# ---- design 1 ----
Fig. 1: design 1, M1 wires
The bar under the picture is 20 µm long. Supply wires on this layer in gray.
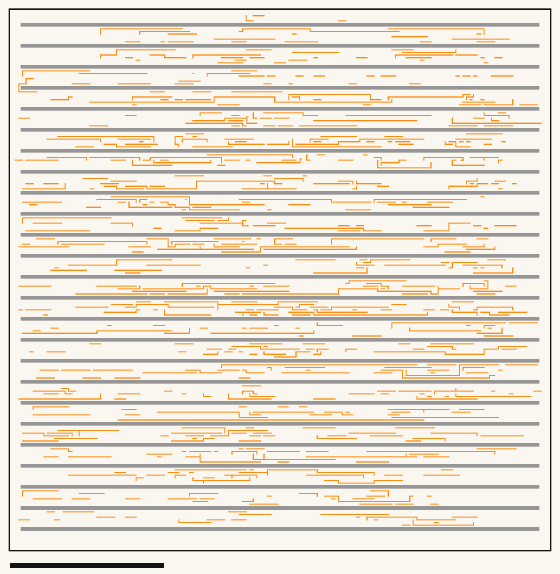
Fig. 2: design 1, met2 routing
The bar under the picture is 20 µm long.
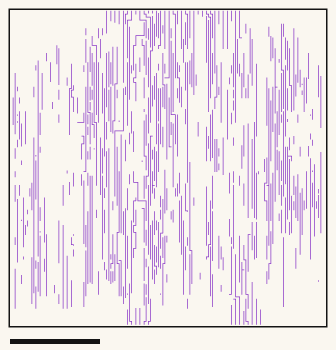
<file path="config.mk">
export PLATFORM = sky130hd
export DESIGN_NAME = register_bank_arbiter
export DESIGN_NICKNAME = d
export VERILOG_FILES = /design/src/rtl/register_bank_arbiter.sv
export SDC_FILE = /design/constraint.sdc
export NUM_CORES = 1
export LEC_CHECK = 0
export CAP_MARGIN = 20
export CORE_UTILIZATION = 38
export CTS_CLUSTER_DIAMETER = 100
export CTS_CLUSTER_SIZE = 30
export DETAILED_ROUTE_END_ITERATION = 16
export PLACE_DENSITY_LB_ADDON = 0.25
export SYNTH_ARGS = -nofsm -noshare
export SYNTH_HDL_FRONTEND = slang
export SYNTH_SLANG_ARGS = --single-unit
</file>
<file path="constraint.sdc">
create_clock -name Clock -period 1.6 [get_ports Clock]
set_input_delay 0.4 -clock Clock [delete_from_list [all_inputs] [get_ports Clock]]
set_output_delay 0.4 -clock Clock [all_outputs]
set_load 0.01 [all_outputs]
</file>
<file path="src/rtl/register_bank_arbiter.sv">
// Round-robin arbiter that shares a bank of tri-state-output registers among
// several masters. It owns the per-register chip-selects (cs, 1 = output high-Z)
// and clock-enables, and runs one access at a time paced by the global Tick.
module register_bank_arbiter #(
  parameter int unsigned NrOfRequesters = 4,
  parameter int unsigned NrOfRegs       = 8,
  parameter int unsigned NrOfBits       = 8,
  parameter int unsigned AddrBits       = 3
) (
  input  logic                                Clock,
  input  logic                                Reset,
  input  logic                                Tick,
  input  logic [NrOfRequesters-1:0]           req,
  input  logic [NrOfRequesters-1:0]           we,
  input  logic [NrOfRequesters*AddrBits-1:0]  addr,
  input  logic [NrOfRequesters*NrOfBits-1:0]  wdata,
  output logic [NrOfRequesters-1:0]           gnt,
  output logic [NrOfRequesters-1:0]           done,
  output logic                                err,
  output logic [NrOfBits-1:0]                 rdata,
  output logic [NrOfRegs-1:0]                 reg_cs,
  output logic [NrOfRegs-1:0]                 reg_ce,
  output logic [NrOfBits-1:0]                 reg_d,
  input  logic [NrOfBits-1:0]                 reg_q
);

  localparam int unsigned PtrBits = (NrOfRequesters > 1) ? $clog2(NrOfRequesters) : 1;
  // One extra bit so NrOfRegs == 2^AddrBits still compares correctly.
  localparam logic [AddrBits:0] RegLimit = (AddrBits + 1)'(NrOfRegs);
  localparam logic [PtrBits-1:0] LastReq = PtrBits'(NrOfRequesters - 1);

  typedef enum logic [1:0] {
    StIdle,
    StAccess,
    StDone
  } state_e;

  state_e               state_q, state_d;
  logic [PtrBits-1:0]   ptr_q, ptr_d;
  logic [PtrBits-1:0]   winner_q, winner_d;
  logic [PtrBits-1:0]   pick;
  logic [PtrBits-1:0]   cand;
  logic                 pick_valid;
  logic                 we_q;
  logic [AddrBits-1:0]  addr_q;
  logic [NrOfBits-1:0]  wdata_q;
  logic [NrOfBits-1:0]  rdata_q;
  logic                 in_range;

  // Index 'off' places above 'base', wrapping at NrOfRequesters.
  function automatic int unsigned wrap_add(input int unsigned base, input int unsigned off);
    int unsigned sum;
    sum = base + off;
    return (sum >= NrOfRequesters) ? sum - NrOfRequesters : sum;
  endfunction

  assign in_range = ({1'b0, addr_q} < RegLimit);

  // Round-robin search: first requesting master at or above the pointer.
  always_comb begin
    pick       = '0;
    pick_valid = 1'b0;
    cand       = '0;
    for (int unsigned i = 0; i < NrOfRequesters; i++) begin
      cand = PtrBits'(wrap_add(32'(ptr_q), i));
      if (!pick_valid && req[cand]) begin
        pick       = cand;
        pick_valid = 1'b1;
      end
    end
  end

  // Next-state logic for the access sequencer and the round-robin pointer.
  always_comb begin
    state_d  = state_q;
    ptr_d    = ptr_q;
    winner_d = winner_q;
    unique case (state_q)
      StIdle: begin
        if (pick_valid) begin
          winner_d = pick;
          state_d  = StAccess;
        end
      end
      StAccess: begin
        if (Tick) begin
          state_d = StDone;
        end
      end
      StDone: begin
        // Move past the master just served so it gets lowest priority next.
        ptr_d   = (winner_q == LastReq) ? '0 : winner_q + 1'b1;
        state_d = StIdle;
      end
      default: state_d = StIdle;
    endcase
  end

  // State, pointer and winner registers.
  always_ff @(posedge Clock or posedge Reset) begin
    if (Reset) begin
      state_q  <= StIdle;
      ptr_q    <= '0;
      winner_q <= '0;
    end else begin
      state_q  <= state_d;
      ptr_q    <= ptr_d;
      winner_q <= winner_d;
    end
  end

  // Capture the winner's command at grant; later input changes are ignored.
  always_ff @(posedge Clock or posedge Reset) begin
    if (Reset) begin
      we_q    <= 1'b0;
      addr_q  <= '0;
      wdata_q <= '0;
    end else if (state_q == StIdle && pick_valid) begin
      we_q    <= we[pick];
      addr_q  <= addr[pick*AddrBits +: AddrBits];
      wdata_q <= wdata[pick*NrOfBits +: NrOfBits];
    end
  end

  // Read data is sampled on the Tick edge that ends a read access.
  always_ff @(posedge Clock or posedge Reset) begin
    if (Reset) begin
      rdata_q <= '0;
    end else if (state_q == StAccess && Tick && !we_q) begin
      rdata_q <= in_range ? reg_q : '0;
    end
  end

  assign rdata = rdata_q;

  // Grant, completion and register-bank strobes decoded from the state.
  always_comb begin
    gnt    = '0;
    done   = '0;
    err    = 1'b0;
    reg_cs = '1;
    reg_ce = '0;
    reg_d  = '0;
    if (state_q != StIdle) begin
      gnt[winner_q] = 1'b1;
    end
    if (state_q == StDone) begin
      done[winner_q] = 1'b1;
      err            = !in_range;
    end
    if (state_q == StAccess) begin
      if (we_q) begin
        reg_d = wdata_q;
      end
      // Out-of-range addresses match no register, so nothing is selected.
      for (int unsigned k = 0; k < NrOfRegs; k++) begin
        if (in_range && addr_q == AddrBits'(k)) begin
          if (we_q) begin
            reg_ce[k] = 1'b1;
          end else begin
            reg_cs[k] = 1'b0;
          end
        end
      end
    end
  end

endmodule
</file>
==> reports/results.tsv <==
metric	value	unit
Slowest-stage cell, CP	dfrtp_1	
area taken by flip-flops and latches	656	µm²
yosys xor share	0	
Static Leak	1.62	nW
Worst EP required	1.20	ns
Die ar.	4890	µm²
failing checks	setup timing	
flop count	26	
maximum vdd drop	0.000952	V
synthesized area per cell	9.68	µm²
Non-CTS inverters	4	
ANT cells	0	
CTS tree	built	
CP Capture Point	reg_cs[4]	
Post-Syn Area	1750	µm²
Syn Inst Count	181	
CLK BUF	3	
n_taps	52	
CP Launch Point	state_q[1]$_DFFE_PP0P_	
setup bufs post-CTS	17	
routed length per instance	16.3	µm
I/O pins	104	
fp_density	0.400	
fill count	280	
final worst slack	-0.284	ns
most instantiated logic cells after routing	clkdlybuf4s50_1, buf_4, dfrtp_1	
R2R Path End	rdata[1]$_DFFE_PP0P_	
Placer Congestion	0.835	
grt total ovfl	0	
status	finished, violations left	
clock root buffer	clkbuf_8	
Synth area leader	dfrtp_1	
pre-CTS setup slack	-0.475	ns
Crit path max-delay family	simple AND/OR/NAND/NOR gates	
mux share	0.201	
Top cell excl fill/tap	clkdlybuf4s50_1	
Final ANT Viol Nets	0	
Crit path buffers/inverters	2	
most frequent cell after synthesis	dfrtp_1	
Final setup viols	45	
synth top area cells	dfrtp_1, mux2i_1, o221ai_1	
Buffers, non-clock	149	
worst hold path type	input pin to asynchronous set/reset pin	
worst-path maximum fanout	5	
PortBufs	102	
yosys stat area	1750	µm²
first drt pass iteration count	4	
floorplan net count	248	
fraction of area in multi-input gates	0.365	
area grow syn2layout	96.4	%
fmax	0.531	GHz
dominant kind of cell by area	non-clock buffers	
Max H-tree Level	1	
Yosys Instances	181	
slowest stage delay, CP	0.43	ns
## Picture notes: Fig. 1
- main direction: horizontal
- share of all routed wire: 40%
- nets with wire on the layer: 336
- wire length on this layer: 2,430 µm
Routed Wire Length: 6110 µm
vias: 1,918
GRT met1 Usage: 0.286

## Picture notes: Fig. 2
- nets with wire on the layer: 344
- longest straight run: 43.2 µm
- share of all routed wire: 53%
- main direction: vertical

layer usage:
layer	part of all wire	routed length, µm	up-vias	global-route usage
met5	0	0	-	0
met1	0.40	2430	905	0.286
met4	0.026	161	0	0.0711
met2	0.53	3210	78	0.424
met3	0.051	313	17	0.0433
li1	-	-	918	-
power breakdown:
group          internal [mW]  total [mW]  switching [mW]
Clock                  0.335       0.571           0.235
Sequential             0.974        1.24           0.270
Combinational           1.78        3.12            1.34
Total                   3.09        4.94            1.85
cell families (layout without fill, tap and decap cells):
| group | after synthesis | after routing |
|---|---|---|
| other | 1 | 1 |
| AND/OR/NAND/NOR | 79 | 79 |
| adder cells (fa/ha/maj) | 4 | 4 |
| multiplexers | 34 | 34 |
| AND-OR/OR-AND | 21 | 21 |
| buffers and inverters | 16 | 157 |
| flip-flops | 26 | 26 |
stage by stage:
step | total power [mW] | utilization | setup TNS [ns] | instance area, µm²
floorplan | 2.46 | - | -0.143 | 1760
global placement | 3.45 | 0.676 | -16.83 | 2960
detailed placement | 3.50 | 0.676 | -17.93 | 2960
CTS | 4.66 | 0.741 | -4.55 | 3250
global route | 5.23 | 0.785 | -8.98 | 3440
finish | 4.94 | 0.785 | -5.66 | 3440

# ---- design 2 ----
Fig. 3: design 2, M1 wires
The bar under the picture is 20 µm long. Supply wires on this layer in gray.
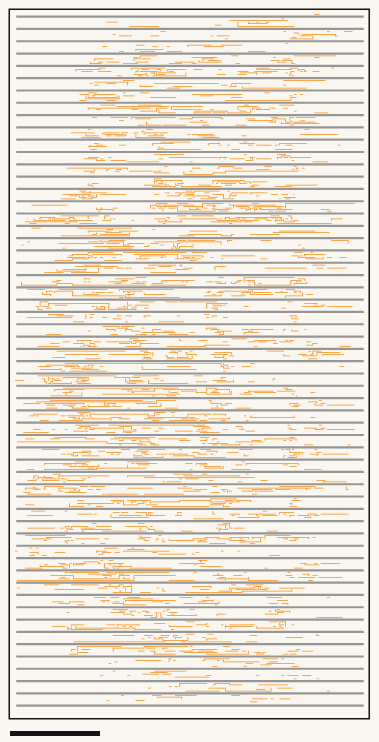
### config.mk
export PLATFORM = sky130hd
export DESIGN_NAME = checksum_accumulator
export DESIGN_NICKNAME = d
export VERILOG_FILES = /design/src/rtl/checksum_accumulator.sv
export SDC_FILE = /design/constraint.sdc
export NUM_CORES = 1
export LEC_CHECK = 0
export ABC_CLOCK_PERIOD_IN_PS = 2400
export CORE_ASPECT_RATIO = 2
export CORE_UTILIZATION = 40
export DETAILED_ROUTE_END_ITERATION = 16
export SYNTH_ARGS = -nofsm -noshare
export SYNTH_HDL_FRONTEND = slang
export SYNTH_SLANG_ARGS = --single-unit
export TNS_END_PERCENT = 50
### constraint.sdc
create_clock -name clk -period 2.4 [get_ports clk]
set_input_delay 0.48 -clock clk [delete_from_list [all_inputs] [get_ports clk]]
set_output_delay 0.48 -clock clk [all_outputs]
set_load 0.02 [all_outputs]
### src/rtl/checksum_accumulator.sv
// Sums one frame of partial checksum terms, folds with end-around carry to 16 bits,
// and presents the result on a valid/ready handshake. Define CHKSUM_INVERT_EN for ones'-complement output.
module checksum_accumulator #(
  parameter int IN_DATA_WIDTH  = 21,
  parameter int ACC_WIDTH      = 24,
  parameter int OUT_DATA_WIDTH = 16,
  parameter int CNT_WIDTH      = 8
) (
  input  logic                      clk,
  input  logic                      reset,
  input  logic                      in_data_vld,
  input  logic [IN_DATA_WIDTH-1:0]  in_data,
  input  logic                      in_last,
  output logic                      in_rdy,
  output logic [OUT_DATA_WIDTH-1:0] out_data,
  output logic                      out_data_vld,
  input  logic                      out_data_rdy,
  output logic [CNT_WIDTH-1:0]      term_cnt,
  output logic                      acc_ovf,
  output logic                      drop_err
);

  typedef enum logic [2:0] {
    IDLE  = 3'd0,
    ACCUM = 3'd1,
    FOLD1 = 3'd2,
    FOLD2 = 3'd3,
    HOLD  = 3'd4
  } state_e;

  state_e                    state_q, state_d;
  logic [ACC_WIDTH-1:0]      acc_q, acc_d;
  logic [OUT_DATA_WIDTH:0]   s1_q, s1_d;
  logic [OUT_DATA_WIDTH-1:0] out_data_q, out_data_d;
  logic                      out_vld_q, out_vld_d;
  logic [CNT_WIDTH-1:0]      term_cnt_q, term_cnt_d;
  logic                      acc_ovf_q, acc_ovf_d;
  logic                      drop_err_q, drop_err_d;
  logic                      rdy_en_q, rdy_en_d;

  logic                      in_rdy_s;
  logic                      accept_s;
  logic [ACC_WIDTH:0]        sum_s;
  logic [OUT_DATA_WIDTH:0]   fold1_s;
  logic [OUT_DATA_WIDTH-1:0] fold2_s;

  // Next-state, datapath and handshake decode
  always_comb begin
    state_d    = state_q;
    acc_d      = acc_q;
    s1_d       = s1_q;
    out_data_d = out_data_q;
    out_vld_d  = out_vld_q;
    term_cnt_d = term_cnt_q;
    acc_ovf_d  = acc_ovf_q;
    drop_err_d = drop_err_q;
    rdy_en_d   = 1'b1;

    // rdy_en_q keeps in_rdy low while reset is held, since IDLE alone would read as ready
    in_rdy_s = rdy_en_q && ((state_q == IDLE) || (state_q == ACCUM));
    accept_s = in_data_vld && in_rdy_s;
    sum_s    = (ACC_WIDTH+1)'(acc_q) + (ACC_WIDTH+1)'(in_data);
    fold1_s  = (OUT_DATA_WIDTH+1)'(acc_q[OUT_DATA_WIDTH-1:0])
             + (OUT_DATA_WIDTH+1)'(acc_q[ACC_WIDTH-1:OUT_DATA_WIDTH]);
    fold2_s  = s1_q[OUT_DATA_WIDTH-1:0] + OUT_DATA_WIDTH'(s1_q[OUT_DATA_WIDTH]);

    if (in_data_vld && !in_rdy_s) begin
      drop_err_d = 1'b1;
    end else begin
      drop_err_d = drop_err_q;
    end

    case (state_q)
      IDLE: begin
        if (accept_s) begin
          acc_d      = ACC_WIDTH'(in_data);
          term_cnt_d = {{(CNT_WIDTH-1){1'b0}}, 1'b1};
          acc_ovf_d  = 1'b0;
          state_d    = in_last ? FOLD1 : ACCUM;
        end else begin
          state_d = IDLE;
        end
      end
      ACCUM: begin
        if (accept_s) begin
          acc_d = sum_s[ACC_WIDTH-1:0];
          if (sum_s[ACC_WIDTH]) begin
            acc_ovf_d = 1'b1;
          end else begin
            acc_ovf_d = acc_ovf_q;
          end
          if (term_cnt_q != {CNT_WIDTH{1'b1}}) begin
            term_cnt_d = term_cnt_q + {{(CNT_WIDTH-1){1'b0}}, 1'b1};
          end else begin
            term_cnt_d = term_cnt_q;
          end
          state_d = in_last ? FOLD1 : ACCUM;
        end else begin
          state_d = ACCUM;
        end
      end
      FOLD1: begin
        s1_d    = fold1_s;
        state_d = FOLD2;
      end
      FOLD2: begin
`ifdef CHKSUM_INVERT_EN
        out_data_d = ~fold2_s;
`else
        out_data_d = fold2_s;
`endif
        out_vld_d = 1'b1;
        state_d   = HOLD;
      end
      HOLD: begin
        if (out_vld_q && out_data_rdy) begin
          out_vld_d  = 1'b0;
          acc_d      = {ACC_WIDTH{1'b0}};
          term_cnt_d = {CNT_WIDTH{1'b0}};
          acc_ovf_d  = 1'b0;
          state_d    = IDLE;
        end else begin
          state_d = HOLD;
        end
      end
      default: begin
        state_d = IDLE;
      end
    endcase
  end

  // State and datapath registers
  always_ff @(posedge clk or negedge reset) begin
    if (!reset) begin
      state_q    <= IDLE;
      acc_q      <= {ACC_WIDTH{1'b0}};
      s1_q       <= {(OUT_DATA_WIDTH+1){1'b0}};
      out_data_q <= {OUT_DATA_WIDTH{1'b0}};
      out_vld_q  <= 1'b0;
      term_cnt_q <= {CNT_WIDTH{1'b0}};
      acc_ovf_q  <= 1'b0;
      drop_err_q <= 1'b0;
      rdy_en_q   <= 1'b0;
    end else begin
      state_q    <= state_d;
      acc_q      <= acc_d;
      s1_q       <= s1_d;
      out_data_q <= out_data_d;
      out_vld_q  <= out_vld_d;
      term_cnt_q <= term_cnt_d;
      acc_ovf_q  <= acc_ovf_d;
      drop_err_q <= drop_err_d;
      rdy_en_q   <= rdy_en_d;
    end
  end

  assign in_rdy       = in_rdy_s;
  assign out_data     = out_data_q;
  assign out_data_vld = out_vld_q;
  assign term_cnt     = term_cnt_q;
  assign acc_ovf      = acc_ovf_q;
  assign drop_err     = drop_err_q;

endmodule

==> reports/results.tsv <==
metric	value	unit
area taken by flip-flops and latches	1800	µm²
synthesized area per cell	8.91	µm²
Yosys Instances	536	
Seq cells post-synth	72	
Synth area leader	dfrtp_1	
max_cap viols	0	
R2R depth	8	
RSZ-0062 raised after global routing	true	
Critical Path Stages	8	
comb. cell area	3190	µm²
first-pass GRT wire length	22000	µm
Post-Syn Area	4770	µm²
adder share	0.0922	
clock root buffer	clkbuf_16	
gr usage total	0.236	
Synth top area share	0.377	
CTS Hold Bufs	0	
clk slew on worst S/H paths	0.06	ns
worst r2r src	acc_q[1]$_DFFE_PN0P_	
maximum vdd drop	0.000592	V
PostCTS Resize Cnt	41	
Commonest flop	dfrtp_1	
layout cells sized above 1	0.241	
Clock net power	1.36	mW
vias in the first global route	4596	
Insertion Delay late pin	0.34	ns
CTS tree	built	
fin area	6670	µm²
Arrival @ worst endpoint	2.62	ns
Critical Path End Type	register	
Seq group	2.23	mW
Routed Wire Length	13700	µm
Slowest-stage cell, CP	dfrtp_2	
vertical die size	157	µm
Final ANT Viol Nets	0	
DR iter-0 viols	159	
status	completed	
fraction of registers with async set/reset	1.00	
Notes on Fig. 3 above:
- longest straight run: 34.5 µm
- wire length on this layer: 4,680 µm
- nets with wire on the layer: 667
- main direction: horizontal
vias: 4,429
GRT met1 Usage: 0.227

worst reg2reg max path: stages (launching register included):
cell      delay, ns
dfrtp_2        0.45
ha_4           0.30
a211oi_4       0.06
o21a_1         0.19
or2_4          0.28
o311ai_4       0.26
a41oi_2        0.19
or4_1          0.43
nand3_1        0.11
metal layers:
layer,track usage,up-vias,share of wire
met5,0,-,0
met4,0.161,0,0.058
met3,0.0280,43,0.024
met2,0.451,111,0.57
met1,0.227,2100,0.34
li1,-,2175,-
cell type report:
cell class | instances | share of cell area
multi-input cells | 434 | 0.479
flip-flops and latches | 72 | 0.270
repair buffers | 134 | 0.173
clock buffers | 10 | 0.0343
well taps | 145 | 0.0272
clock inverters | 6 | 0.0105
inverters | 11 | 0.00619
flip-flops by register name, summed over array words and instances (netlist names):
register,count
drop_err,1
rdy_en_q,1
s1_q,17
acc_q,24
state_q,3
out_data_vld,1
acc_ovf,1
out_data,16
term_cnt,8
per-stage QoR:
stage               setup slack (ns)  hold WS (ns)   util
floorplan                     0.0155         0.184      -
global placement              -0.618         0.459  0.513
detailed placement            -0.683         0.469  0.513
CTS                           -0.103         0.158  0.558
global route                 -0.0538         0.173  0.570
finish                        0.0529         0.138  0.570


==> screenshots <==
Track usage over the die.
Plate I
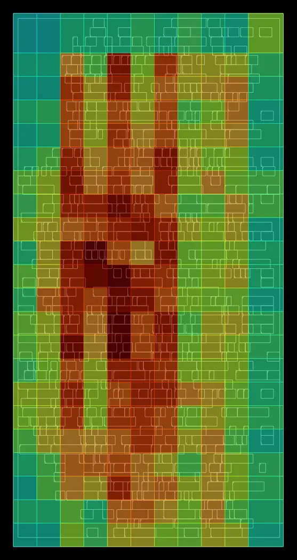
Plate II
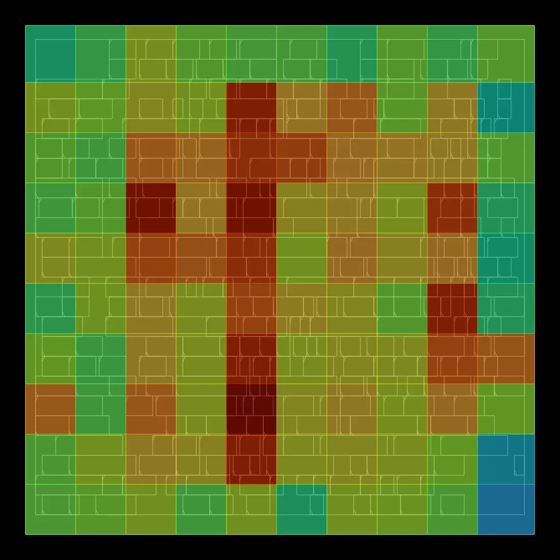
Design 2 is Plate I.
Design 1 is Plate II.
- highest utilization: Plate II

Power is estimated from default activity; no workload was simulated.
